# ---- uart_rx_os_flat ----
`config.mk`:
```
export PLATFORM = sky130hd
export DESIGN_NAME = uart_rx_os_flat
export DESIGN_NICKNAME = d
export VERILOG_FILES = /design/src/rtl/uart_rx_os_if.sv /design/src/rtl/uart_rx_os.sv /design/src/flat_wrapper.sv
export SDC_FILE = /design/constraint.sdc
export NUM_CORES = 1
export LEC_CHECK = 0
export ABC_CLOCK_PERIOD_IN_PS = 4400
export CAP_MARGIN = 20
export CORE_MARGIN = 2
export CORE_UTILIZATION = 54
export CTS_CLUSTER_DIAMETER = 50
export DETAILED_ROUTE_END_ITERATION = 8
export HOLD_SLACK_MARGIN = 0.06
export PLACE_DENSITY = 0.85
export SETUP_SLACK_MARGIN = 0.5
export SYNTH_ARGS = -nofsm -noshare
export SYNTH_HDL_FRONTEND = slang
export SYNTH_SLANG_ARGS = --single-unit
```
`constraint.sdc`:
```
create_clock -name clk -period 4.4 [get_ports clk]
set_input_delay 0.66 -clock clk [delete_from_list [all_inputs] [get_ports clk]]
set_output_delay 0.66 -clock clk [all_outputs]
set_load 0.02 [all_outputs]
```
`src/rtl/uart_rx_os_if.sv`:
```
// Receive-side pop port of uart_rx_os: FIFO head, valid/ready handshake and RTS.
interface uart_rx_os_if #(
    parameter int DATA_W = 8
);
    logic [DATA_W-1:0] data_out;
    logic              valid;
    logic              ready_in;
    logic              rts;

    modport master (output data_out, valid, rts, input ready_in);
    modport slave  (input data_out, valid, rts, output ready_in);
endinterface

```
`src/rtl/uart_rx_os.sv`:
```
// uart_rx_os: oversampling UART receiver with parity/framing/overrun flags and a receive FIFO.
// Define UART_RX_MAJORITY_EN to take each bit as a 2-of-3 vote around the mid-bit tick.
module uart_rx_os #(
    parameter int DATA_W = 8,
    parameter int OS     = 16,
    parameter int DEPTH  = 4
) (
    input  logic         clk,
    input  logic         rst,
    input  logic         baud_tick,
    input  logic         rx,
    input  logic [3:0]   amount_bits,
    input  logic         parity_en,
    input  logic         even,
    input  logic         two_stop,
    uart_rx_os_if.master rd,
    output logic         frame_err,
    output logic         parity_err,
    output logic         overrun
);
    localparam int TW = $clog2(OS);
    localparam int BW = $clog2(DATA_W);
    localparam int PW = $clog2(DEPTH);
    localparam int CW = PW + 1;
    localparam logic [TW-1:0] TC_MID = TW'(OS / 2);
    localparam logic [TW-1:0] TC_MAX = TW'(OS - 1);

    typedef enum logic [2:0] {S_IDLE, S_START, S_DATA, S_PARITY, S_STOP, S_WAIT_HIGH} state_t;

    state_t            state_q, state_d;
    logic              rx_meta_q, rxs_q;
    logic [TW-1:0]     tc_q, tc_d;
    logic [BW-1:0]     bit_cnt_q, bit_cnt_d;
    logic [3:0]        nbits_q, nbits_d;
    logic              par_en_q, par_en_d, even_q, even_d, two_stop_q, two_stop_d;
    logic              stop_cnt_q, stop_cnt_d, fe_q, fe_d, pe_q, pe_d;
    logic [DATA_W-1:0] shreg_q, shreg_d;
    logic [DATA_W-1:0] mem_q [DEPTH];
    logic [DATA_W-1:0] mem_d [DEPTH];
    logic [PW-1:0]     wptr_q, wptr_d, rptr_q, rptr_d;
    logic [CW-1:0]     count_q, count_d;
    logic              rts_q, rts_d;
    logic              frame_err_q, frame_err_d, parity_err_q, parity_err_d, overrun_q, overrun_d;
    logic              samp, bit_val, push, pop, stop_fe;

`ifdef UART_RX_MAJORITY_EN
    logic [1:0] maj_q, maj_d;

    always_comb begin
        maj_d = maj_q;
        if (baud_tick && (tc_q == TC_MID - TW'(1) || tc_q == TC_MID)) maj_d = {maj_q[0], rxs_q};
        samp    = baud_tick && (tc_q == TC_MID + TW'(1));
        bit_val = (maj_q[1] & maj_q[0]) | (maj_q[1] & rxs_q) | (maj_q[0] & rxs_q);
    end

    always_ff @(posedge clk or posedge rst) begin
        if (rst) maj_q <= 2'b11;
        else     maj_q <= maj_d;
    end
`else
    assign samp    = baud_tick && (tc_q == TC_MID);
    assign bit_val = rxs_q;
`endif

    always_comb begin
        state_d      = state_q;
        tc_d         = tc_q;
        bit_cnt_d    = bit_cnt_q;
        nbits_d      = nbits_q;
        par_en_d     = par_en_q;
        even_d       = even_q;
        two_stop_d   = two_stop_q;
        stop_cnt_d   = stop_cnt_q;
        fe_d         = fe_q;
        pe_d         = pe_q;
        shreg_d      = shreg_q;
        frame_err_d  = 1'b0;
        parity_err_d = 1'b0;
        overrun_d    = 1'b0;
        push         = 1'b0;
        stop_fe      = fe_q | ~bit_val;
        if (baud_tick) tc_d = (tc_q == TC_MAX) ? '0 : tc_q + TW'(1);

        case (state_q)
            S_IDLE: if (baud_tick && !rxs_q) begin
                state_d    = S_START;
                tc_d       = '0;
                nbits_d    = (amount_bits < 4'd5) ? 4'd5 :
                             (amount_bits > 4'(DATA_W)) ? 4'(DATA_W) : amount_bits;
                par_en_d   = parity_en;
                even_d     = even;
                two_stop_d = two_stop;
            end
            S_START: if (samp) begin
                if (bit_val) begin
                    state_d = S_IDLE;
                end else begin
                    state_d    = S_DATA;
                    bit_cnt_d  = '0;
                    shreg_d    = '0;
                    pe_d       = 1'b0;
                    fe_d       = 1'b0;
                    stop_cnt_d = 1'b0;
                end
            end
            S_DATA: if (samp) begin
                // Bits land at their final position so short frames keep the MSBs zero.
                shreg_d[bit_cnt_q] = bit_val;
                bit_cnt_d          = bit_cnt_q + BW'(1);
                if (4'(bit_cnt_q) == nbits_q - 4'd1) state_d = par_en_q ? S_PARITY : S_STOP;
            end
            S_PARITY: if (samp) begin
                pe_d    = ((^shreg_q) ^ bit_val) != ~even_q;
                state_d = S_STOP;
            end
            S_STOP: if (samp) begin
                if (two_stop_q && !stop_cnt_q) begin
                    stop_cnt_d = 1'b1;
                    fe_d       = stop_fe;
                end else if (stop_fe) begin
                    frame_err_d = 1'b1;
                    state_d     = S_WAIT_HIGH;
                end else begin
                    state_d = S_IDLE;
                    if (pe_q)                         parity_err_d = 1'b1;
                    else if (count_q == CW'(DEPTH))   overrun_d    = 1'b1;
                    else                              push         = 1'b1;
                end
            end
            S_WAIT_HIGH: if (rxs_q) state_d = S_IDLE;
            default: state_d = S_IDLE;
        endcase
    end

    always_comb begin
        pop    = (count_q != '0) && rd.ready_in;
        mem_d  = mem_q;
        wptr_d = wptr_q;
        rptr_d = rptr_q;
        if (push) begin
            mem_d[wptr_q] = shreg_q;
            wptr_d        = wptr_q + PW'(1);
        end
        if (pop) rptr_d = rptr_q + PW'(1);
        count_d = count_q + CW'(push) - CW'(pop);
        rts_d   = count_q <= CW'(DEPTH - 2);
    end

    always_ff @(posedge clk or posedge rst) begin
        if (rst) begin
            rx_meta_q    <= 1'b1;
            rxs_q        <= 1'b1;
            state_q      <= S_IDLE;
            tc_q         <= '0;
            bit_cnt_q    <= '0;
            nbits_q      <= 4'(DATA_W);
            par_en_q     <= 1'b0;
            even_q       <= 1'b0;
            two_stop_q   <= 1'b0;
            stop_cnt_q   <= 1'b0;
            fe_q         <= 1'b0;
            pe_q         <= 1'b0;
            shreg_q      <= '0;
            for (int i = 0; i < DEPTH; i++) mem_q[i] <= '0;
            wptr_q       <= '0;
            rptr_q       <= '0;
            count_q      <= '0;
            rts_q        <= 1'b1;
            frame_err_q  <= 1'b0;
            parity_err_q <= 1'b0;
            overrun_q    <= 1'b0;
        end else begin
            rx_meta_q    <= rx;
            rxs_q        <= rx_meta_q;
            state_q      <= state_d;
            tc_q         <= tc_d;
            bit_cnt_q    <= bit_cnt_d;
            nbits_q      <= nbits_d;
            par_en_q     <= par_en_d;
            even_q       <= even_d;
            two_stop_q   <= two_stop_d;
            stop_cnt_q   <= stop_cnt_d;
            fe_q         <= fe_d;
            pe_q         <= pe_d;
            shreg_q      <= shreg_d;
            mem_q        <= mem_d;
            wptr_q       <= wptr_d;
            rptr_q       <= rptr_d;
            count_q      <= count_d;
            rts_q        <= rts_d;
            frame_err_q  <= frame_err_d;
            parity_err_q <= parity_err_d;
            overrun_q    <= overrun_d;
        end
    end

    assign rd.data_out = mem_q[rptr_q];
    assign rd.valid    = count_q != '0;
    assign rd.rts      = rts_q;
    assign frame_err   = frame_err_q;
    assign parity_err  = parity_err_q;
    assign overrun     = overrun_q;
endmodule
```
`src/flat_wrapper.sv`:
```
// flat-port wrapper written by rule: the top's interface ports become plain ports
module uart_rx_os_flat 
#(
    parameter int DATA_W = 8,
    parameter int OS     = 16,
    parameter int DEPTH  = 4
)
  (clk, rst, baud_tick, rx, amount_bits, parity_en, even, two_stop, frame_err, parity_err, overrun, rd_data_out, rd_valid, rd_rts, rd_ready_in);
  uart_rx_os_if #(.DATA_W(DATA_W)) rd_i ();
  input  logic clk;
  input  logic rst;
  input  logic baud_tick;
  input  logic rx;
  input  logic [3:0] amount_bits;
  input  logic parity_en;
  input  logic even;
  input  logic two_stop;
  output logic frame_err;
  output logic parity_err;
  output logic overrun;
  output wire logic [$bits(rd_i.data_out)-1:0] rd_data_out;
  output wire logic [$bits(rd_i.valid)-1:0] rd_valid;
  output wire logic [$bits(rd_i.rts)-1:0] rd_rts;
  input wire logic [$bits(rd_i.ready_in)-1:0] rd_ready_in;
  assign rd_data_out = rd_i.data_out;
  assign rd_valid = rd_i.valid;
  assign rd_rts = rd_i.rts;
  assign rd_i.ready_in = rd_ready_in;
  uart_rx_os #(.DATA_W(DATA_W), .OS(OS), .DEPTH(DEPTH)) u_core (.clk(clk), .rst(rst), .baud_tick(baud_tick), .rx(rx), .amount_bits(amount_bits), .parity_en(parity_en), .even(even), .two_stop(two_stop), .rd(rd_i), .frame_err(frame_err), .parity_err(parity_err), .overrun(overrun));
endmodule
```
# ---- sram_image_loader ----
**config.mk**
```make
export PLATFORM = sky130hd
export DESIGN_NAME = sram_image_loader
export DESIGN_NICKNAME = d
export VERILOG_FILES = /design/src/rtl/sram_image_loader.sv
export SDC_FILE = /design/constraint.sdc
export NUM_CORES = 1
export LEC_CHECK = 0
export ABC_AREA = 0
export CORE_ASPECT_RATIO = 0.9
export CORE_MARGIN = 1
export CORE_UTILIZATION = 48
export CTS_CLUSTER_SIZE = 10
export DETAILED_ROUTE_END_ITERATION = 6
export PLACE_DENSITY = 0.77
export SETUP_SLACK_MARGIN = 0.15
export SLEW_MARGIN = 20
export SYNTH_ARGS = -nofsm -noshare
export SYNTH_HDL_FRONTEND = slang
export SYNTH_SLANG_ARGS = --single-unit
export TNS_END_PERCENT = 50
```
**constraint.sdc**
```tcl
create_clock -name clk -period 2.7 [get_ports clk]
set_input_delay 0.54 -clock clk [delete_from_list [all_inputs] [get_ports clk]]
set_output_delay 0.54 -clock clk [all_outputs]
set_load 0.005 [all_outputs]
```
**src/rtl/sram_image_loader.sv**
```systemverilog
// sram_image_loader: packs a valid/ready image stream into the engine's input SRAM, then runs the engine and reports done/err.
// Optional LOADER_ROW_MASK_EN: clear row bits at and above the image dim before writing.
module sram_image_loader #(
  parameter int ADDR_W = 12,
  parameter int DATA_W = 16,
  parameter logic [ADDR_W-1:0] BASE_ADDR = '0,
  parameter logic [DATA_W-1:0] TERM_WORD = DATA_W'(16'h00FF),
  parameter logic [7:0] BUSY_TMO = 8'd255
) (
  input  logic              clk,
  input  logic              reset_b,
  input  logic              start,
  input  logic              in_valid,
  output logic              in_ready,
  input  logic [DATA_W-1:0] in_data,
  input  logic              in_eos,
  output logic [ADDR_W-1:0] sram_write_address,
  output logic [DATA_W-1:0] sram_write_data,
  output logic              sram_write_enable,
  output logic              dut_run,
  input  logic              dut_busy,
  output logic [7:0]        image_count,
  output logic              done,
  output logic [2:0]        err
);
`ifdef LOADER_ROW_MASK_EN
  localparam bit MASK_EN = 1'b1;
`else
  localparam bit MASK_EN = 1'b0;
`endif
  typedef enum logic [2:0] {IDLE, HDR, ROW, DRAIN, TERM, RUN, WAIT_BUSY, WAIT_DONE} state_t;
  state_t state;
  logic [4:0] rows_left;
  logic [7:0] tmo;
  logic [DATA_W-1:0] row_mask, row_data;
  logic [ADDR_W-1:0] next_addr;
  logic xfer, ovf, bad;
  assign in_ready = state inside {HDR, ROW, DRAIN};
  assign xfer = in_valid & in_ready;
  // address the next accepted word lands on, accounting for a write still in flight
  assign next_addr = sram_write_address + ADDR_W'(sram_write_enable);
  assign ovf = &next_addr;
  assign bad = ovf | (state == HDR ? !(in_data[4:0] inside {5'd10, 5'd12, 5'd16}) | in_eos
                                   : in_eos & (rows_left != 5'd1));
  assign row_data = MASK_EN ? in_data & row_mask : in_data;
  always_ff @(posedge clk or negedge reset_b) begin
    if (!reset_b) begin
      state <= IDLE;
      sram_write_address <= BASE_ADDR;
      sram_write_data <= '0;
      sram_write_enable <= 1'b0;
      dut_run <= 1'b0;
      image_count <= '0;
      done <= 1'b0;
      err <= '0;
      rows_left <= '0;
      tmo <= '0;
      row_mask <= '1;
    end else begin
      sram_write_enable <= 1'b0;
      dut_run <= 1'b0;
      done <= 1'b0;
      sram_write_address <= next_addr;
      case (state)
        IDLE: if (start && !done) begin
          state <= HDR;
          err <= '0;
          image_count <= '0;
          sram_write_address <= BASE_ADDR;
        end
        HDR, ROW: if (xfer) begin
          if (bad) begin
            err <= err | {1'b0, ovf, !ovf};
            done <= in_eos;
            state <= in_eos ? IDLE : DRAIN;
          end else begin
            sram_write_enable <= 1'b1;
            if (state == HDR) begin
              sram_write_data <= in_data;
              rows_left <= in_data[4:0];
              row_mask <= ~({DATA_W{1'b1}} << in_data[4:0]);
              state <= ROW;
            end else begin
              sram_write_data <= row_data;
              rows_left <= rows_left - 5'd1;
              if (rows_left == 5'd1) begin
                image_count <= image_count + 8'd1;
                state <= in_eos ? TERM : HDR;
              end
            end
          end
        end
        DRAIN: if (xfer && in_eos) begin
          done <= 1'b1;
          state <= IDLE;
        end
        TERM: begin
          sram_write_enable <= 1'b1;
          sram_write_data <= TERM_WORD;
          state <= RUN;
        end
        RUN: begin
          dut_run <= 1'b1;
          tmo <= '0;
          state <= WAIT_BUSY;
        end
        WAIT_BUSY: if (dut_busy) state <= WAIT_DONE;
          else if (tmo == BUSY_TMO - 8'd1) begin
            err[2] <= 1'b1;
            done <= 1'b1;
            state <= IDLE;
          end else tmo <= tmo + 8'd1;
        WAIT_DONE: if (!dut_busy) begin
          done <= 1'b1;
          state <= IDLE;
          sram_write_address <= BASE_ADDR;
        end
        default: state <= IDLE;
      endcase
    end
  end
endmodule
```
# ---- game_tick_scheduler_flat ----
## config.mk

```make
export PLATFORM = sky130hd
export DESIGN_NAME = game_tick_scheduler_flat
export DESIGN_NICKNAME = d
export VERILOG_FILES = /design/src/rtl/game_pkg.sv /design/src/rtl/game_tick_scheduler_if.sv /design/src/rtl/game_tick_scheduler_tick_divider.sv /design/src/rtl/game_tick_scheduler.sv /design/src/flat_wrapper.sv
export SDC_FILE = /design/constraint.sdc
export NUM_CORES = 1
export LEC_CHECK = 0
export ABC_AREA = 1
export CORE_ASPECT_RATIO = 1.75
export CORE_MARGIN = 4
export CORE_UTILIZATION = 50
export DETAILED_ROUTE_END_ITERATION = 7
export PLACE_DENSITY = 0.89
export SKIP_CTS_REPAIR_TIMING = 1
export SYNTH_ARGS = -nofsm -noshare
export SYNTH_HDL_FRONTEND = slang
export SYNTH_HIERARCHICAL = 1
export SYNTH_SLANG_ARGS = --single-unit
```

## constraint.sdc

```tcl
create_clock -name clk -period 1.55 [get_ports clk]
set_input_delay 0.155 -clock clk [delete_from_list [all_inputs] [get_ports clk]]
set_output_delay 0.155 -clock clk [all_outputs]
set_load 0.005 [all_outputs]
```

## src/rtl/game_pkg.sv

```systemverilog
// Shared constants for the game tick scheduler:
// slot ids, controller bit positions and FSM states.
package game_pkg;

   localparam int SLOT_PLAYER = 0;
   localparam int SLOT_DRAGON = 1;
   localparam int SLOT_SHEEP  = 2;

   localparam int BTN_A      = 7;
   localparam int BTN_B      = 6;
   localparam int BTN_SELECT = 5;
   localparam int BTN_START  = 4;
   localparam int BTN_UP     = 3;
   localparam int BTN_DOWN   = 2;
   localparam int BTN_LEFT   = 1;
   localparam int BTN_RIGHT  = 0;

   typedef enum logic [1:0] {
      ST_IDLE   = 2'd0,
      ST_LATCH  = 2'd1,
      ST_SELECT = 2'd2,
      ST_WAIT   = 2'd3
   } state_e;

endpackage

```

## src/rtl/game_tick_scheduler_if.sv

```systemverilog
// Update-slot grant/done bundle between the scheduler
// and the entity controllers.
interface game_tick_scheduler_if #(
   parameter int N_SLOTS = 3
);

   logic [N_SLOTS-1:0] grant;
   logic [N_SLOTS-1:0] done;

   modport master (output grant, input done);
   modport slave  (input grant, output done);

endinterface

```

## src/rtl/game_tick_scheduler_tick_divider.sv

```systemverilog
// Divides the frame_start pulse train down to a
// one-cycle tick_due pulse every FRAMES_PER_TICK frames.
module tick_divider #(
   parameter int FRAMES_PER_TICK = 8
) (
   input  logic clk,
   input  logic rst_n,
   input  logic frame_start_i,
   output logic tick_due_o
);

   localparam int FW = $clog2(FRAMES_PER_TICK) + 1;
   localparam logic [FW-1:0] LAST = FW'(FRAMES_PER_TICK - 1);

   logic [FW-1:0] fcnt_q;
   logic [FW-1:0] fcnt_d;

   assign tick_due_o = frame_start_i && (fcnt_q == LAST);

   always_comb begin
      fcnt_d = fcnt_q;
      if (frame_start_i) begin
         fcnt_d = tick_due_o ? '0 : fcnt_q + FW'(1);
      end
   end

   always_ff @(posedge clk or negedge rst_n) begin
      if (!rst_n) begin
         fcnt_q <= '0;
      end else begin
         fcnt_q <= fcnt_d;
      end
   end

endmodule

```

## src/rtl/game_tick_scheduler.sv

```systemverilog
// Per-tick update sequencer: snapshots buttons, then grants
// each enabled slot in order until done or timeout.
module game_tick_scheduler
   import game_pkg::*;
#(
   parameter int N_SLOTS         = 3,
   parameter int FRAMES_PER_TICK = 8,
   parameter int TIMEOUT         = 15,
   parameter int BTN_W           = 8
) (
   input  logic                 clk,
   input  logic                 rst_n,
   input  logic                 frame_start,
   input  logic [BTN_W-1:0]     buttons,
   input  logic [N_SLOTS-1:0]   slot_en,
   input  logic                 err_clr,
   game_tick_scheduler_if.master upd,
   output logic [BTN_W-1:0]     btn_latched,
   output logic                 tick,
   output logic                 busy,
   output logic                 overrun,
   output logic                 timeout_err
);

   localparam int IW = $clog2(N_SLOTS + 1);
   localparam int TW = $clog2(TIMEOUT + 1);
   localparam logic [TW-1:0] T_LAST = TW'(TIMEOUT - 1);

   state_e             state_q;
   logic [IW-1:0]      idx_q;
   logic [TW-1:0]      wcnt_q;
   logic [N_SLOTS-1:0] en_q;
   logic [N_SLOTS-1:0] grant_q;
   logic [BTN_W-1:0]   btn_q;
   logic               tick_q;
   logic               busy_q;
   logic               ovr_q;
   logic               tmo_q;

   logic               tick_due;
   logic [IW-1:0]      base;
   logic [N_SLOTS-1:0] cand_en;
   logic               found;
   logic [IW-1:0]      fidx;
   logic               done_hit;
   logic               tmo_hit;
   logic               ovr_set;

   tick_divider #(
      .FRAMES_PER_TICK (FRAMES_PER_TICK)
   ) u_div (
      .clk           (clk),
      .rst_n         (rst_n),
      .frame_start_i (frame_start),
      .tick_due_o    (tick_due)
   );

   // LATCH searches the live enables since en_q loads on the same edge
   always_comb begin
      base    = (state_q == ST_LATCH) ? IW'(SLOT_PLAYER) : idx_q;
      cand_en = (state_q == ST_LATCH) ? slot_en : en_q;
      found   = 1'b0;
      fidx    = '0;
      for (int i = 0; i < N_SLOTS; i++) begin
         if (!found && cand_en[i] && (IW'(i) >= base)) begin
            found = 1'b1;
            fidx  = IW'(i);
         end
      end
   end

   assign done_hit = |(upd.done & grant_q);
   assign tmo_hit  = (state_q == ST_WAIT) && !done_hit
                     && (wcnt_q == T_LAST);
   assign ovr_set  = tick_due && (state_q != ST_IDLE);

   always_ff @(posedge clk or negedge rst_n) begin
      if (!rst_n) begin
         state_q <= ST_IDLE;
         idx_q   <= '0;
         wcnt_q  <= '0;
         en_q    <= '0;
         grant_q <= '0;
         btn_q   <= '0;
         tick_q  <= 1'b0;
         busy_q  <= 1'b0;
         ovr_q   <= 1'b0;
         tmo_q   <= 1'b0;
      end else begin
         tick_q <= 1'b0;
         ovr_q  <= ovr_set | (ovr_q & ~err_clr);
         tmo_q  <= tmo_hit | (tmo_q & ~err_clr);
         unique case (state_q)
            ST_IDLE: begin
               if (tick_due) begin
                  state_q <= ST_LATCH;
                  tick_q  <= 1'b1;
                  busy_q  <= 1'b1;
               end
            end
            ST_LATCH, ST_SELECT: begin
               if (state_q == ST_LATCH) begin
                  btn_q <= buttons;
                  en_q  <= slot_en;
               end
               wcnt_q <= '0;
               if (found) begin
                  state_q <= ST_WAIT;
                  idx_q   <= fidx;
                  grant_q <= N_SLOTS'(1) << fidx;
               end else begin
                  state_q <= ST_IDLE;
                  idx_q   <= '0;
                  busy_q  <= 1'b0;
               end
            end
            ST_WAIT: begin
               if (done_hit || (wcnt_q == T_LAST)) begin
                  state_q <= ST_SELECT;
                  grant_q <= '0;
                  idx_q   <= idx_q + IW'(1);
                  wcnt_q  <= '0;
               end else begin
                  wcnt_q <= wcnt_q + TW'(1);
               end
            end
            default: state_q <= ST_IDLE;
         endcase
      end
   end

   assign upd.grant   = grant_q;
   assign btn_latched = btn_q;
   assign tick        = tick_q;
   assign busy        = busy_q;
   assign overrun     = ovr_q;
   assign timeout_err = tmo_q;

endmodule

```

## src/flat_wrapper.sv

```systemverilog
// flat-port wrapper written by rule: the top's interface ports become plain ports
module game_tick_scheduler_flat import game_pkg::*;
#(
   parameter int N_SLOTS         = 3,
   parameter int FRAMES_PER_TICK = 8,
   parameter int TIMEOUT         = 15,
   parameter int BTN_W           = 8
)
  (clk, rst_n, frame_start, buttons, slot_en, err_clr, btn_latched, tick, busy, overrun, timeout_err, upd_grant, upd_done);
  game_tick_scheduler_if #(.N_SLOTS(N_SLOTS)) upd_i ();
  input  logic clk;
  input  logic rst_n;
  input  logic frame_start;
  input  logic [BTN_W-1:0] buttons;
  input  logic [N_SLOTS-1:0] slot_en;
  input  logic err_clr;
  output logic [BTN_W-1:0] btn_latched;
  output logic tick;
  output logic busy;
  output logic overrun;
  output logic timeout_err;
  output wire logic [$bits(upd_i.grant)-1:0] upd_grant;
  input wire logic [$bits(upd_i.done)-1:0] upd_done;
  assign upd_grant = upd_i.grant;
  assign upd_i.done = upd_done;
  game_tick_scheduler #(.N_SLOTS(N_SLOTS), .FRAMES_PER_TICK(FRAMES_PER_TICK), .TIMEOUT(TIMEOUT), .BTN_W(BTN_W)) u_core (.clk(clk), .rst_n(rst_n), .frame_start(frame_start), .buttons(buttons), .slot_en(slot_en), .err_clr(err_clr), .upd(upd_i), .btn_latched(btn_latched), .tick(tick), .busy(busy), .overrun(overrun), .timeout_err(timeout_err));
endmodule
```


## Gallery

Track usage over the die.
image #1
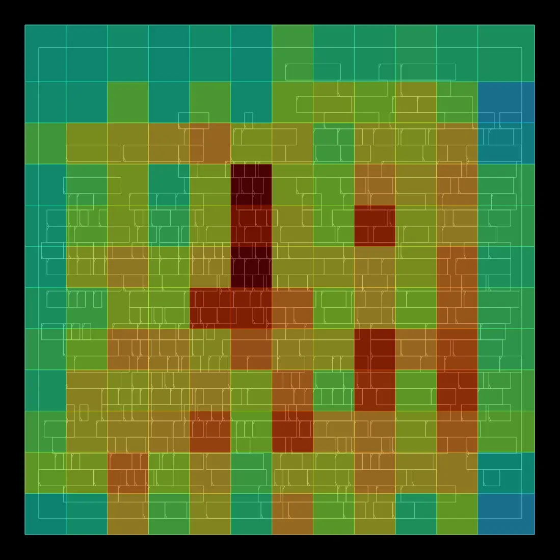
image #2
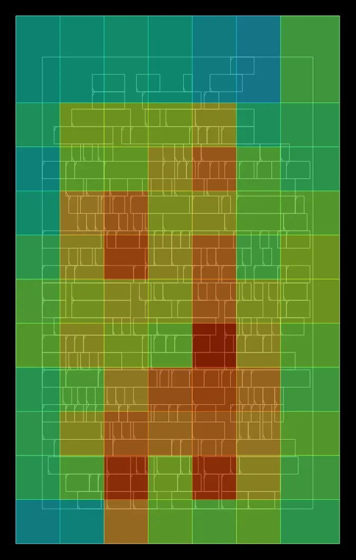
image #3
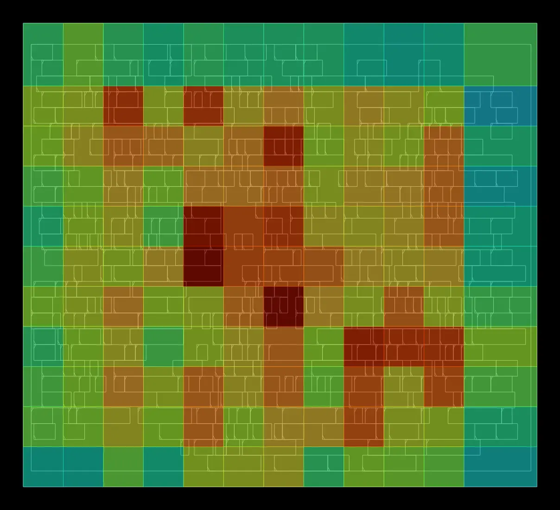
Image #2 comes from game_tick_scheduler_flat.
Image #3 comes from sram_image_loader.
Image #1 comes from uart_rx_os_flat.
- least wire per cell: image #2
- highest track usage: image #3

### Signal wires on met2, game_tick_scheduler_flat

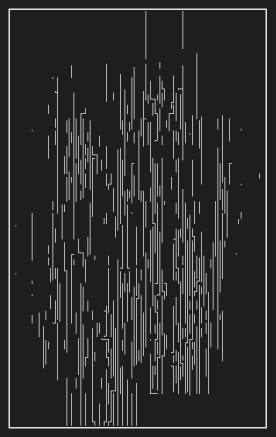
main direction: vertical
share of all routed wire: 56%
longest straight run: 39.8 um
global routing usage on met2: 35.2%
WL final: 3440 um

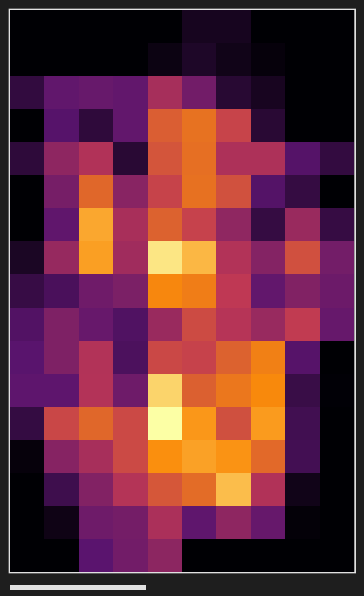
*Routed metal per tile, game_tick_scheduler_flat*
The bar under the picture is 20 um long. The die is cut into 10 by 17 equal tiles; black is low, pale yellow is high, scaled to the fullest tile. Values are wire area over tile area, all layers added.
fullest tile: 0.42
mean over tiles: 0.13
emptiest ninth of the die: top right
nearly empty tiles: 24%
tiles over half the peak: 26%
average wire per cell in the routed design: 12.3 um
gr usage total: 18.6%
via total after detailed routing: 1379

==> impl_metrics.xml, game_tick_scheduler_flat <==
<?xml version="1.0" encoding="UTF-8"?>
<metrics>
  <group name="outcome">
    <metric name="outcome" unit="">finished, final reports clean</metric>
  </group>
  <group name="synthesis">
    <metric name="yosysTopAreaCellShare" unit="%">47.2</metric>
    <metric name="edf_count" unit="">0</metric>
  </group>
  <group name="power_and_ir_drop">
    <metric name="power.switching_fraction" unit="%">43.4</metric>
    <metric name="total_power" unit="W">0.00476</metric>
    <metric name="total_switching_power" unit="W">0.00206</metric>
  </group>
  <group name="worst_setup_path">
    <metric name="critPathMostFrequentCell" unit="">nand2_4</metric>
  </group>
  <group name="placement">
    <metric name="finalWeightedCongestion" unit="">0.834</metric>
  </group>
  <group name="final_timing">
    <metric name="timing.hold.ws" unit="ns">0.258</metric>
  </group>
  <group name="cts">
    <metric name="insertion_delay" unit="ns">0.28</metric>
  </group>
  <group name="cells_and_area">
    <metric name="fillers" unit="">230</metric>
    <metric name="signal_buffer_area_fraction" unit="%">18.6</metric>
    <metric name="layout.cells.non_filler" unit="">279</metric>
    <metric name="area_growth" unit="%">36.2</metric>
  </group>
  <group name="global_route">
    <metric name="grt_antenna_before_repair" unit="">0</metric>
  </group>
</metrics>
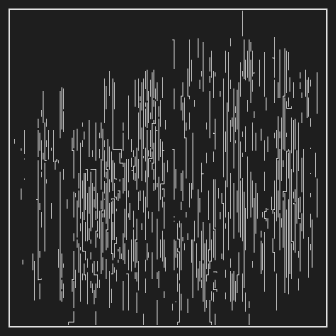
*Signal wires on met2, uart_rx_os_flat*
longest straight run: 40.5 um
share of all routed wire: 51%
nets with wire on the layer: 305

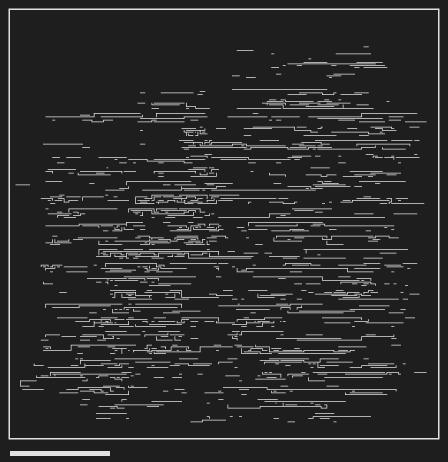
*Met1 routing, uart_rx_os_flat*
The bar under the picture is 20 um long.
longest straight run: 25.8 um
wire length on this layer: 2960 um
share of all routed wire: 45%
nets with wire on the layer: 318
main direction: horizontal
WL final: 6650 um
GR met1 Demand/Resource: 26.0%

==> impl_metrics.xml, uart_rx_os_flat <==
<?xml version="1.0" encoding="UTF-8"?>
<metrics>
  <group name="power_and_ir_drop">
    <metric name="total_power" unit="W">0.00204</metric>
    <metric name="powerComb" unit="W">0.000527</metric>
    <metric name="power_leader" unit="">registers</metric>
    <metric name="sequentialPowerShare" unit="%">46.1</metric>
    <metric name="static-leakage-power" unit="nW">1.90</metric>
  </group>
  <group name="synthesis">
    <metric name="top_cells_by_count" unit="">dfrtp_1 (69), mux2_2 (32), nand2_1 (26)</metric>
    <metric name="synth.yosys.seq_area_share" unit="%">51.2</metric>
    <metric name="synth_top_cell_by_area" unit="">dfrtp_1</metric>
    <metric name="ys_sh_aoi" unit="%">8.53</metric>
  </group>
  <group name="outcome">
    <metric name="outcome" unit="">finished, final reports clean</metric>
  </group>
  <group name="die">
    <metric name="placementRows" unit="">29</metric>
    <metric name="fp_core_util" unit="%">56.0</metric>
    <metric name="die_y" unit="um">85.4</metric>
  </group>
  <group name="flow_run">
    <metric name="timing.max_cap.violations" unit="">0</metric>
  </group>
  <group name="cts">
    <metric name="cts_resized" unit="">0</metric>
    <metric name="numCtsBuffers" unit="">9</metric>
    <metric name="ctsHoldBuffers" unit="">0</metric>
    <metric name="cts-root-buf" unit="">clkbuf_8</metric>
  </group>
  <group name="worst_setup_path">
    <metric name="path_cells" unit="">mux4_2 &gt; clkdlybuf4s50_1</metric>
    <metric name="slack_of_the_worst_reg_to_reg_path" unit="ns">1.85</metric>
    <metric name="critical_path_buf_inv_count" unit="">1</metric>
  </group>
  <group name="cells_and_area">
    <metric name="layout.clock.cell_area_share" unit="%">5.32</metric>
    <metric name="logic_gates" unit="">206</metric>
    <metric name="seq_area_share" unit="%">44.5</metric>
    <metric name="n_antenna_cell" unit="">0</metric>
    <metric name="flop_area" unit="um^2">1830</metric>
    <metric name="clock_buffers" unit="">9</metric>
  </group>
  <group name="global_route">
    <metric name="global_route.usage.met3" unit="%">5.54</metric>
  </group>
</metrics>
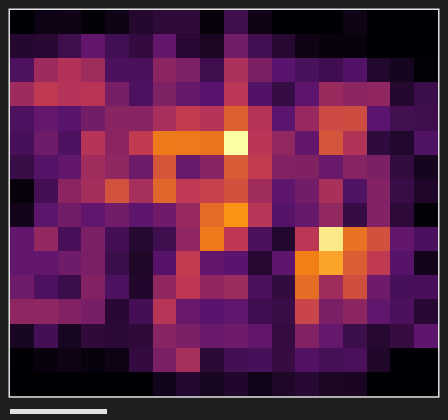
*Routed metal per tile, sram_image_loader*
The bar under the picture is 20 um long. The die is cut into 18 by 16 equal tiles; black is low, pale yellow is high, scaled to the fullest tile. Values are wire area over tile area, all layers added.
tiles over half the peak: 12%
nearly empty tiles: 9.0%
emptiest ninth of the die: bottom left
mean over tiles: 0.17

==> impl_metrics.xml, sram_image_loader <==
<?xml version="1.0" encoding="UTF-8"?>
<metrics>
  <group name="worst_setup_path">
    <metric name="path_class" unit="">reg2reg</metric>
    <metric name="path_max_fanout" unit="">7</metric>
    <metric name="setup.worst_path.end_class" unit="">register</metric>
    <metric name="worst_setup_path_startpoint" unit="">sram_write_address[0]</metric>
    <metric name="cp-endpoint" unit="">rows_left[4]</metric>
    <metric name="worstSetupStartpointType" unit="">register</metric>
  </group>
  <group name="detailed_routing">
    <metric name="drt_iter0_markers" unit="">179</metric>
    <metric name="routed_wl" unit="um">7690</metric>
    <metric name="top_layer_used" unit="">met4</metric>
    <metric name="wl_met1" unit="um">3480</metric>
  </group>
  <group name="flow_run">
    <metric name="warnings" unit="">30</metric>
  </group>
  <group name="cells_and_area">
    <metric name="fin_nets" unit="">461</metric>
    <metric name="largest_cell_class" unit="">logic gates</metric>
    <metric name="layout_top_cell" unit="">clkdlybuf4s50_1</metric>
    <metric name="signal_buffers" unit="">82</metric>
    <metric name="registers.top_by_ff_count" unit="">sram_write_data</metric>
    <metric name="design.seq.count" unit="">58</metric>
    <metric name="finalInstanceArea" unit="um^2">4220</metric>
    <metric name="final_core_util" unit="%">66.8</metric>
  </group>
  <group name="final_timing">
    <metric name="final_period_minus_worst_setup_slack" unit="ns">2.41</metric>
    <metric name="worst_slew_pin_slew" unit="ns">0.809</metric>
    <metric name="clock-skew-final" unit="ns">0.00965</metric>
    <metric name="maxClockFrequency" unit="MHz">415</metric>
  </group>
  <group name="synthesis">
    <metric name="synth.yosys.num_cells" unit="">353</metric>
    <metric name="synth-seq-cells" unit="">58</metric>
  </group>
  <group name="placement">
    <metric name="place_hpwl" unit="um">5610</metric>
  </group>
  <group name="power_and_ir_drop">
    <metric name="powerClk" unit="W">0.000697</metric>
    <metric name="logic_gate_share_of_total_power" unit="%">41.4</metric>
  </group>
  <group name="outcome">
    <metric name="outcome" unit="">finished, final reports clean</metric>
  </group>
  <group name="cts">
    <metric name="cts_post_setup_buffers_inserted" unit="">0</metric>
  </group>
</metrics>

# ---- ft_tx_ctrl ----
===== src/rtl/ft_tx_pkg.sv =====
// ft_tx_pkg: shared types and default constants for the FT232H transmit path.
//   - tx_state_e : transmit sequencer states
//   - FT_BYTE_W  : width of the FT232H data bus
//   - *_DEF      : default values for the ft_tx_ctrl / ft_skid_buf parameters
package ft_tx_pkg;

  localparam int FT_BYTE_W      = 8;
  localparam int SKID_DEPTH_DEF = 4;
  localparam int CNT_W_DEF      = 32;
  localparam int FLUSH_IDLE_DEF = 16;

  typedef enum logic [1:0] {
    IDLE   = 2'd0,
    STREAM = 2'd1,
    PAUSE  = 2'd2,
    FLUSH  = 2'd3
  } tx_state_e;

endpackage


===== src/rtl/ft_skid_buf.sv =====
// ft_skid_buf: circular skid buffer holding bytes already read from the FIFO
// but not yet accepted by the FT232H.
//   clk_i        : clock
//   rst_ni       : asynchronous active-low reset (clears pointers/occupancy)
//   push_i       : write push_data_i at the tail this cycle
//   push_data_i  : byte to write
//   pop_i        : drop the head entry this cycle (ignored when empty)
//   occ_o        : current occupancy
//   occ_nxt_o    : occupancy after this cycle's push/pop
//   head_nxt_o   : head entry after this cycle's push/pop (valid when occ_nxt_o != 0)
module ft_skid_buf
  import ft_tx_pkg::*;
#(
  parameter int DEPTH = SKID_DEPTH_DEF,
  parameter int W     = FT_BYTE_W
) (
  input  logic                   clk_i,
  input  logic                   rst_ni,
  input  logic                   push_i,
  input  logic [W-1:0]           push_data_i,
  input  logic                   pop_i,
  output logic [$clog2(DEPTH):0] occ_o,
  output logic [$clog2(DEPTH):0] occ_nxt_o,
  output logic [W-1:0]           head_nxt_o
);

  localparam int AW = $clog2(DEPTH);

  logic [W-1:0]  mem_q [DEPTH];
  logic [AW-1:0] wr_ptr_q, wr_ptr_d;
  logic [AW-1:0] rd_ptr_q, rd_ptr_d;
  logic [AW:0]   occ_q, occ_d, occ_rem;
  logic          pop_ok;

  always_comb begin
    pop_ok   = pop_i & (occ_q != '0);
    wr_ptr_d = wr_ptr_q + AW'(push_i);
    rd_ptr_d = rd_ptr_q + AW'(pop_ok);
    occ_rem  = occ_q - (AW+1)'(pop_ok);
    occ_d    = occ_rem + (AW+1)'(push_i);
    // When the pop leaves nothing behind, the new head is the byte being
    // pushed right now; it is not in mem_q until the next edge.
    if (occ_rem == '0) begin
      head_nxt_o = push_data_i;
    end else begin
      head_nxt_o = mem_q[rd_ptr_d];
    end
  end

  assign occ_o     = occ_q;
  assign occ_nxt_o = occ_d;

  always_ff @(posedge clk_i or negedge rst_ni) begin
    if (!rst_ni) begin
      wr_ptr_q <= '0;
      rd_ptr_q <= '0;
      occ_q    <= '0;
    end else begin
      wr_ptr_q <= wr_ptr_d;
      rd_ptr_q <= rd_ptr_d;
      occ_q    <= occ_d;
    end
  end

  // Storage carries no reset: stale entries are unreachable once the
  // pointers and occupancy are cleared.
  always_ff @(posedge clk_i) begin
    if (push_i) begin
      mem_q[wr_ptr_q] <= push_data_i;
    end
  end

endmodule


===== src/rtl/ft_tx_ctrl.sv =====
// ft_tx_ctrl: drives the FT232H synchronous-245 write side from the read
// port of the ADC async FIFO. Bytes are prefetched into a small skid buffer
// so TXE# may toggle at any time without losing or repeating a byte.
//   ft_shift_clk : FT232H 60 MHz clock, the only clock of the block
//   rst_n        : asynchronous active-low reset
//   tx_en        : streaming enable
//   fifo_q       : FIFO read data, valid one cycle after fifo_rdreq
//   fifo_empty   : FIFO rdempty
//   fifo_rdreq   : FIFO read request
//   ft_txe_i     : FT232H TXE#, low when the device can take a byte
//   ft_adbus_o   : FT232H data bus
//   ft_wr_n_o    : FT232H WR#, active low
//   ft_siwu_n_o  : FT232H SIWU#, active low send-immediate pulse
//   tx_busy      : sequencer not in IDLE
//   tx_byte_cnt  : bytes accepted by the device since reset (wraps)
// Optional feature macro FT_SIWU_EN: after FLUSH_IDLE idle cycles in STREAM
// a single one-cycle SIWU# pulse is issued before returning to IDLE.
// Without it SIWU# is tied high and no idle timer exists.
module ft_tx_ctrl
  import ft_tx_pkg::*;
#(
  parameter int SKID_DEPTH = SKID_DEPTH_DEF,
  parameter int CNT_W      = CNT_W_DEF,
  parameter int FLUSH_IDLE = FLUSH_IDLE_DEF
) (
  input  logic                 ft_shift_clk,
  input  logic                 rst_n,
  input  logic                 tx_en,
  input  logic [FT_BYTE_W-1:0] fifo_q,
  input  logic                 fifo_empty,
  output logic                 fifo_rdreq,
  input  logic                 ft_txe_i,
  output logic [FT_BYTE_W-1:0] ft_adbus_o,
  output logic                 ft_wr_n_o,
  output logic                 ft_siwu_n_o,
  output logic                 tx_busy,
  output logic [CNT_W-1:0]     tx_byte_cnt
);

  localparam int AW = $clog2(SKID_DEPTH);

  tx_state_e            state_q, state_d;
  logic                 inflight_q;
  logic [FT_BYTE_W-1:0] adbus_q, adbus_d;
  logic                 wr_n_q, wr_n_d;
  logic [CNT_W-1:0]     cnt_q, cnt_d;

  logic [AW:0]          occ, occ_nxt;
  logic [FT_BYTE_W-1:0] head_nxt;
  logic                 accept;
  logic                 drained;

  ft_skid_buf #(
    .DEPTH (SKID_DEPTH),
    .W     (FT_BYTE_W)
  ) u_skid (
    .clk_i       (ft_shift_clk),
    .rst_ni      (rst_n),
    .push_i      (inflight_q),
    .push_data_i (fifo_q),
    .pop_i       (accept),
    .occ_o       (occ),
    .occ_nxt_o   (occ_nxt),
    .head_nxt_o  (head_nxt)
  );

  // A slot is reserved for every outstanding request, so the push that
  // follows a request can never overflow the buffer. rst_n gates the
  // request so the FIFO is never read while the block is held in reset.
  assign fifo_rdreq = rst_n & tx_en & ~fifo_empty &
                      ((int'(occ) + int'(inflight_q)) < SKID_DEPTH);

  assign accept  = ~wr_n_q & ~ft_txe_i;
  assign drained = (occ == '0) & ~inflight_q & (~tx_en | fifo_empty);

  always_comb begin
    wr_n_d  = (occ_nxt == '0);
    adbus_d = adbus_q;
    if (occ_nxt != '0) begin
      adbus_d = head_nxt;
    end
    cnt_d = cnt_q + CNT_W'(accept);
  end

`ifdef FT_SIWU_EN
  localparam int IC_W = $clog2(FLUSH_IDLE + 1);

  logic [IC_W-1:0] idle_cnt_q, idle_cnt_d;
  logic            flushed_q, flushed_d;
  logic            idle_done;

  assign idle_done = (idle_cnt_q == IC_W'(FLUSH_IDLE - 1));

  always_comb begin
    idle_cnt_d = '0;
    if ((state_q == STREAM) && drained) begin
      idle_cnt_d = idle_cnt_q + IC_W'(1);
    end
    // One flush per idle period: armed again only by the next accepted byte.
    flushed_d = flushed_q;
    if (accept) begin
      flushed_d = 1'b0;
    end else if (state_d == FLUSH) begin
      flushed_d = 1'b1;
    end
  end

  always_ff @(posedge ft_shift_clk or negedge rst_n) begin
    if (!rst_n) begin
      idle_cnt_q <= '0;
      flushed_q  <= 1'b0;
    end else begin
      idle_cnt_q <= idle_cnt_d;
      flushed_q  <= flushed_d;
    end
  end

  assign ft_siwu_n_o = (state_q != FLUSH);
`else
  assign ft_siwu_n_o = 1'b1;
`endif

  always_comb begin
    state_d = state_q;
    case (state_q)
      IDLE: begin
        if (tx_en & ~fifo_empty) begin
          state_d = STREAM;
        end
      end
      STREAM: begin
        if (ft_txe_i && (occ != '0)) begin
          state_d = PAUSE;
        end else if (drained) begin
`ifdef FT_SIWU_EN
          if (flushed_q) begin
            state_d = IDLE;
          end else if (idle_done) begin
            state_d = FLUSH;
          end
`else
          state_d = IDLE;
`endif
        end
      end
      PAUSE: begin
        if (!ft_txe_i) begin
          state_d = STREAM;
        end
      end
      default: begin
        state_d = IDLE;
      end
    endcase
  end

  always_ff @(posedge ft_shift_clk or negedge rst_n) begin
    if (!rst_n) begin
      state_q    <= IDLE;
      inflight_q <= 1'b0;
      adbus_q    <= '0;
      wr_n_q     <= 1'b1;
      cnt_q      <= '0;
    end else begin
      state_q    <= state_d;
      inflight_q <= fifo_rdreq;
      adbus_q    <= adbus_d;
      wr_n_q     <= wr_n_d;
      cnt_q      <= cnt_d;
    end
  end

  assign ft_adbus_o  = adbus_q;
  assign ft_wr_n_o   = wr_n_q;
  assign tx_busy     = (state_q != IDLE);
  assign tx_byte_cnt = cnt_q;

endmodule


===== config.mk =====
export PLATFORM = sky130hd
export DESIGN_NAME = ft_tx_ctrl
export DESIGN_NICKNAME = d
export VERILOG_FILES = /design/src/rtl/ft_tx_pkg.sv /design/src/rtl/ft_skid_buf.sv /design/src/rtl/ft_tx_ctrl.sv
export SDC_FILE = /design/constraint.sdc
export NUM_CORES = 1
export LEC_CHECK = 0
export CAP_MARGIN = 20
export CORE_AREA = 2 2 71 100
export DETAILED_ROUTE_END_ITERATION = 10
export DIE_AREA = 0 0 73 102
export DONT_BUFFER_PORTS = 1
export PLACE_DENSITY = 0.74
export SLEW_MARGIN = 20
export SYNTH_ARGS = -nofsm -noshare
export SYNTH_HDL_FRONTEND = slang
export SYNTH_SLANG_ARGS = --single-unit

===== constraint.sdc =====
create_clock -name ft_shift_clk -period 3.1 [get_ports ft_shift_clk]
set_clock_uncertainty 0.2 [all_clocks]
set_input_delay 0.62 -clock ft_shift_clk [delete_from_list [all_inputs] [get_ports ft_shift_clk]]
set_output_delay 0.62 -clock ft_shift_clk [all_outputs]
set_load 0.01 [all_outputs]

# ---- branch_pc_unit ----
===== src/rtl/branch_pc_unit.sv =====
// Program counter and conditional-branch stage: latches ALU flags, resolves branches,
// drives the fetch address and squashes wrong-path instructions after a taken branch.
module branch_pc_unit #(
  parameter logic [15:0] RESET_PC     = 16'h0000,
  parameter int unsigned FLUSH_CYCLES = 2
) (
  input  logic        clk,
  input  logic        rst,
  input  logic        stall,
  input  logic        in_valid,
  input  logic        flag_we,
  input  logic [7:0]  status_in,
  input  logic [15:0] alu_out,
  input  logic        br_en,
  input  logic [2:0]  br_cond,
  input  logic        br_indirect,
  input  logic [15:0] br_target,
  output logic [15:0] pc_out,
  output logic [7:0]  flags_out,
  output logic        flush,
  output logic        br_taken
);

  localparam int unsigned CNT_W = 4;

  typedef enum logic {RUN, FLUSH} state_t;

  state_t             state;
  logic [CNT_W-1:0]   cnt;
  logic               accepted;
  logic [5:0]         eff_flags;
  logic               cond_true;
  logic               taken;
  logic [15:0]        target;
  logic               unused_status;

  assign unused_status = ^status_in[7:6];

  // Same-cycle flag writes are forwarded into the branch decision.
  assign accepted  = in_valid && !stall && (state == RUN);
  assign eff_flags = flag_we ? status_in[5:0] : flags_out[5:0];
  assign target    = br_indirect ? alu_out : br_target;
  assign taken     = accepted && br_en && cond_true;

  always_comb begin
    cond_true = 1'b0;
    case (br_cond)
      3'd0: cond_true = 1'b1;
      3'd1: cond_true = eff_flags[0];
      3'd2: cond_true = eff_flags[1];
      3'd3: cond_true = eff_flags[2];
      3'd4: cond_true = eff_flags[3];
      3'd5: cond_true = eff_flags[4];
      3'd6: cond_true = eff_flags[5];
      default: cond_true = 1'b0;
    endcase
  end

  always_ff @(posedge clk) begin
    if (rst) begin
      pc_out    <= RESET_PC;
      flags_out <= 8'h00;
      state     <= RUN;
      cnt       <= '0;
      flush     <= 1'b0;
      br_taken  <= 1'b0;
    end else if (stall) begin
      br_taken <= 1'b0;
    end else begin
      br_taken <= taken;
      pc_out   <= taken ? target : pc_out + 16'd1;
      if (accepted && flag_we) begin
        flags_out <= {2'b00, status_in[5:0]};
      end
      case (state)
        RUN: begin
          if (taken) begin
            state <= FLUSH;
            cnt   <= CNT_W'(FLUSH_CYCLES - 1);
            flush <= 1'b1;
          end
        end
        FLUSH: begin
          if (cnt == '0) begin
            state <= RUN;
            flush <= 1'b0;
          end else begin
            cnt <= cnt - CNT_W'(1);
          end
        end
        default: begin
          state <= RUN;
          flush <= 1'b0;
        end
      endcase
    end
  end

endmodule


===== config.mk =====
export PLATFORM = sky130hd
export DESIGN_NAME = branch_pc_unit
export DESIGN_NICKNAME = d
export VERILOG_FILES = /design/src/rtl/branch_pc_unit.sv
export SDC_FILE = /design/constraint.sdc
export NUM_CORES = 1
export LEC_CHECK = 0
export CAP_MARGIN = 20
export CORE_MARGIN = 2
export CORE_UTILIZATION = 43
export CTS_BUF_LIST = sky130_fd_sc_hd__clkbuf_8 sky130_fd_sc_hd__clkbuf_16
export DETAILED_ROUTE_END_ITERATION = 16
export GPL_TIMING_DRIVEN = 0
export HOLD_SLACK_MARGIN = 0.02
export PLACE_DENSITY = 0.85
export SLEW_MARGIN = 0
export SYNTH_ARGS = -nofsm -noshare
export SYNTH_HDL_FRONTEND = slang
export SYNTH_SLANG_ARGS = --single-unit

===== constraint.sdc =====
create_clock -name clk -period 2.9 [get_ports clk]
set_clock_uncertainty 0.2 [all_clocks]
set_input_delay 0.725 -clock clk [delete_from_list [all_inputs] [get_ports clk]]
set_output_delay 0.725 -clock clk [all_outputs]
set_load 0.02 [all_outputs]

### Track usage over the die, branch_pc_unit

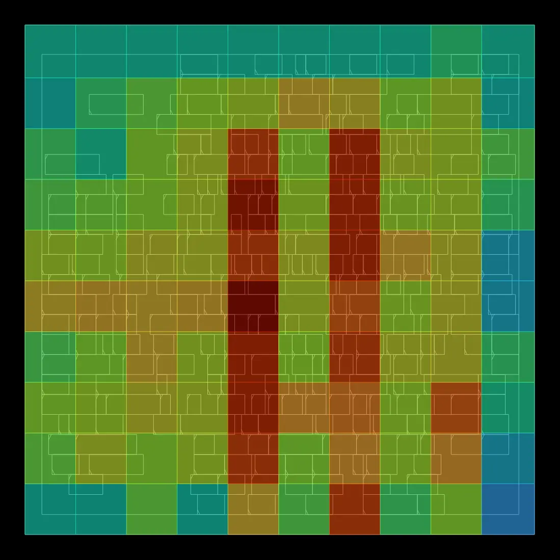
gr usage total: 22.2%
utilization after layout: 67.5%
global routing usage on met2: 37.2%

==> impl_metrics.xml, branch_pc_unit <==
<?xml version="1.0" encoding="UTF-8"?>
<metrics>
  <group name="outcome">
    <metric name="outcome" unit="">finished, final reports clean</metric>
  </group>
  <group name="synthesis">
    <metric name="synth.top_cells.by_area" unit="">dfxtp_1 (32%), mux2_2 (11%), mux2i_1 (6.0%), a22oi_1 (5.7%), nand3_1 (5.5%)</metric>
    <metric name="synth.yosys.seq_area_share" unit="%">31.7</metric>
    <metric name="yosysTopAreaCellShare" unit="%">31.7</metric>
    <metric name="post_synth_fa_ha_maj_area_fraction" unit="%">2.05</metric>
  </group>
  <group name="detailed_routing">
    <metric name="post_drt_via_cell_ratio" unit="">5.86</metric>
    <metric name="drt_iter0_markers" unit="">246</metric>
    <metric name="wl_met2" unit="um">2660</metric>
  </group>
  <group name="placement">
    <metric name="finalWeightedCongestion" unit="">0.834</metric>
  </group>
  <group name="die">
    <metric name="placementRows" unit="">23</metric>
    <metric name="tap_cells" unit="">50</metric>
  </group>
  <group name="cells_and_area">
    <metric name="mi_logic_area" unit="um^2">1180</metric>
    <metric name="clock_buffers" unit="">6</metric>
    <metric name="design.seq.count" unit="">29</metric>
    <metric name="area_growth" unit="%">49.4</metric>
  </group>
  <group name="min_path">
    <metric name="hold_path_class" unit="">reg2reg</metric>
  </group>
  <group name="worst_setup_path">
    <metric name="setup.worst_path.end_class" unit="">register</metric>
    <metric name="slowest_cp_cell" unit="">clkdlybuf4s50_1</metric>
  </group>
  <group name="power_and_ir_drop">
    <metric name="power.switching_fraction" unit="%">27.2</metric>
    <metric name="power_leader" unit="">registers</metric>
  </group>
</metrics>
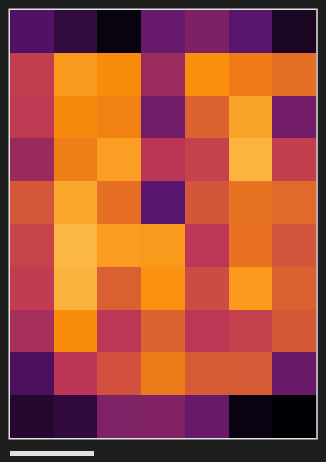
*Cell density map, ft_tx_ctrl*
The bar under the picture is 20 um long. The die is cut into 7 by 10 equal tiles; black is low, pale yellow is high, 0 to 100% covered.
mean over tiles: 52%
fullest tile: 84%
tiles over 75% full: 19%
Core Region: 6530 um^2
FP Core Util: 55.2%

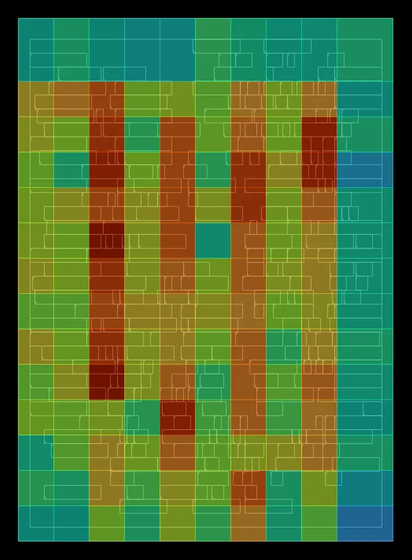
*Track usage over the die, ft_tx_ctrl*
utilization after layout: 60.9%
gr usage total: 19.3%
average wire per cell in the routed design: 18.6 um

==> impl_metrics.xml, ft_tx_ctrl <==
<?xml version="1.0" encoding="UTF-8"?>
<metrics>
  <group name="outcome">
    <metric name="outcome" unit="">finished, final reports clean</metric>
  </group>
  <group name="final_timing">
    <metric name="max-slew-margin-rel" unit="%">49.0</metric>
  </group>
  <group name="detailed_routing">
    <metric name="wl_met2" unit="um">3580</metric>
  </group>
  <group name="synthesis">
    <metric name="top_cells_by_count" unit="">dfrtp_1 (50), edfxtp_1 (32), nand2_1 (29)</metric>
    <metric name="synthDistinctLibCells" unit="">42</metric>
    <metric name="yosys.stat.chipArea" unit="um^2">3600</metric>
    <metric name="edf_count" unit="">32</metric>
  </group>
  <group name="die">
    <metric name="placementRows" unit="">35</metric>
    <metric name="tap_cells" unit="">74</metric>
    <metric name="num_io_pins" unit="">57</metric>
    <metric name="die-width" unit="um">73</metric>
  </group>
  <group name="power_and_ir_drop">
    <metric name="static-leakage-power" unit="nW">1.60</metric>
    <metric name="power.switching_fraction" unit="%">32.7</metric>
  </group>
  <group name="worst_setup_path">
    <metric name="slowest_cp_cell" unit="">or3_1</metric>
    <metric name="reg2reg_from" unit="">u_skid.occ_o[0]</metric>
  </group>
  <group name="cts">
    <metric name="clk_pin_slew_worst_paths" unit="ns">0.08</metric>
    <metric name="cts_buffer_depth" unit="">2</metric>
    <metric name="cts-root-buf" unit="">clkbuf_8</metric>
    <metric name="cts_resized" unit="">0</metric>
  </group>
  <group name="min_path">
    <metric name="min_from" unit="">ft_txe_i</metric>
    <metric name="hold_path_class" unit="">in2reg</metric>
  </group>
  <group name="placement">
    <metric name="place_hpwl" unit="um">4550</metric>
  </group>
  <group name="cells_and_area">
    <metric name="seq_area_share" unit="%">56.3</metric>
    <metric name="layout.cells.non_filler" unit="">348</metric>
  </group>
  <group name="global_route">
    <metric name="first_global_vias" unit="">2151</metric>
    <metric name="grt_util_met1" unit="%">20.3</metric>
    <metric name="grt_start_max_net_pins" unit="">52</metric>
  </group>
</metrics>

## Gallery

Signal wires on met2.
(a)
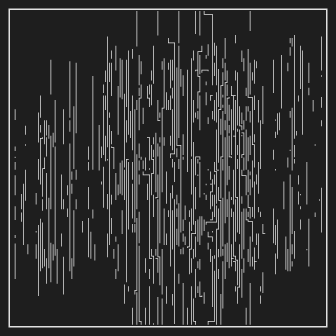
(b)
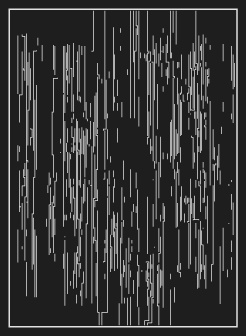
| picture | from |
|---|---|
| (b) | ft_tx_ctrl |
| (a) | branch_pc_unit |



==> layout pictures side by side <==
Cell density map.
panel A
The bar under the picture is 20 um long. The die is cut into 7 by 7 equal tiles; black is low, pale yellow is high, 0 to 100% covered.
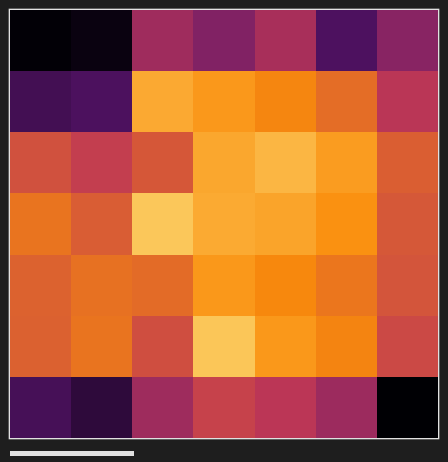
panel B
The bar under the picture is 20 um long. The die is cut into 5 by 8 equal tiles; black is low, pale yellow is high, 0 to 100% covered.
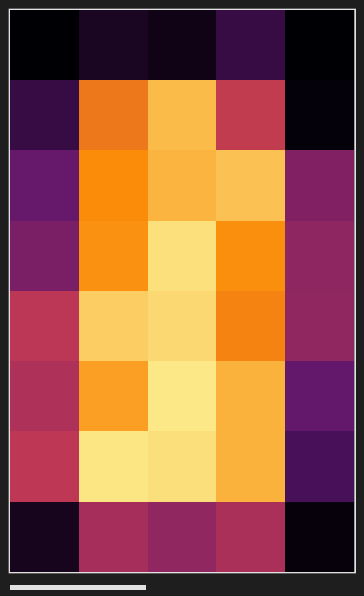
panel C
The bar under the picture is 20 um long. The die is cut into 9 by 8 equal tiles; black is low, pale yellow is high, 0 to 100% covered.
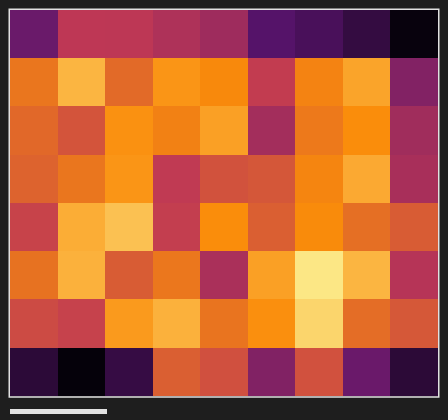
panel D
The bar under the picture is 20 um long. The die is cut into 9 by 9 equal tiles; black is low, pale yellow is high, 0 to 100% covered.
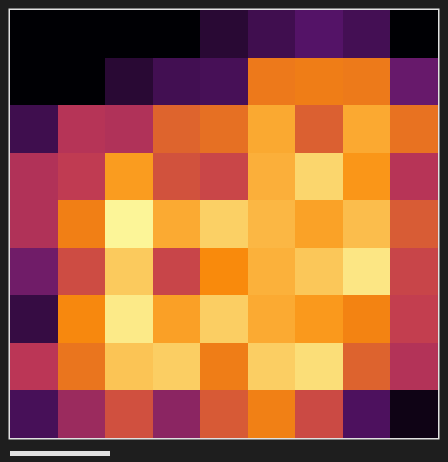
branch_pc_unit -> panel A
sram_image_loader -> panel C
game_tick_scheduler_flat -> panel B
uart_rx_os_flat -> panel D

Power figures rest on the tool's default switching activity, not on a simulated workload.
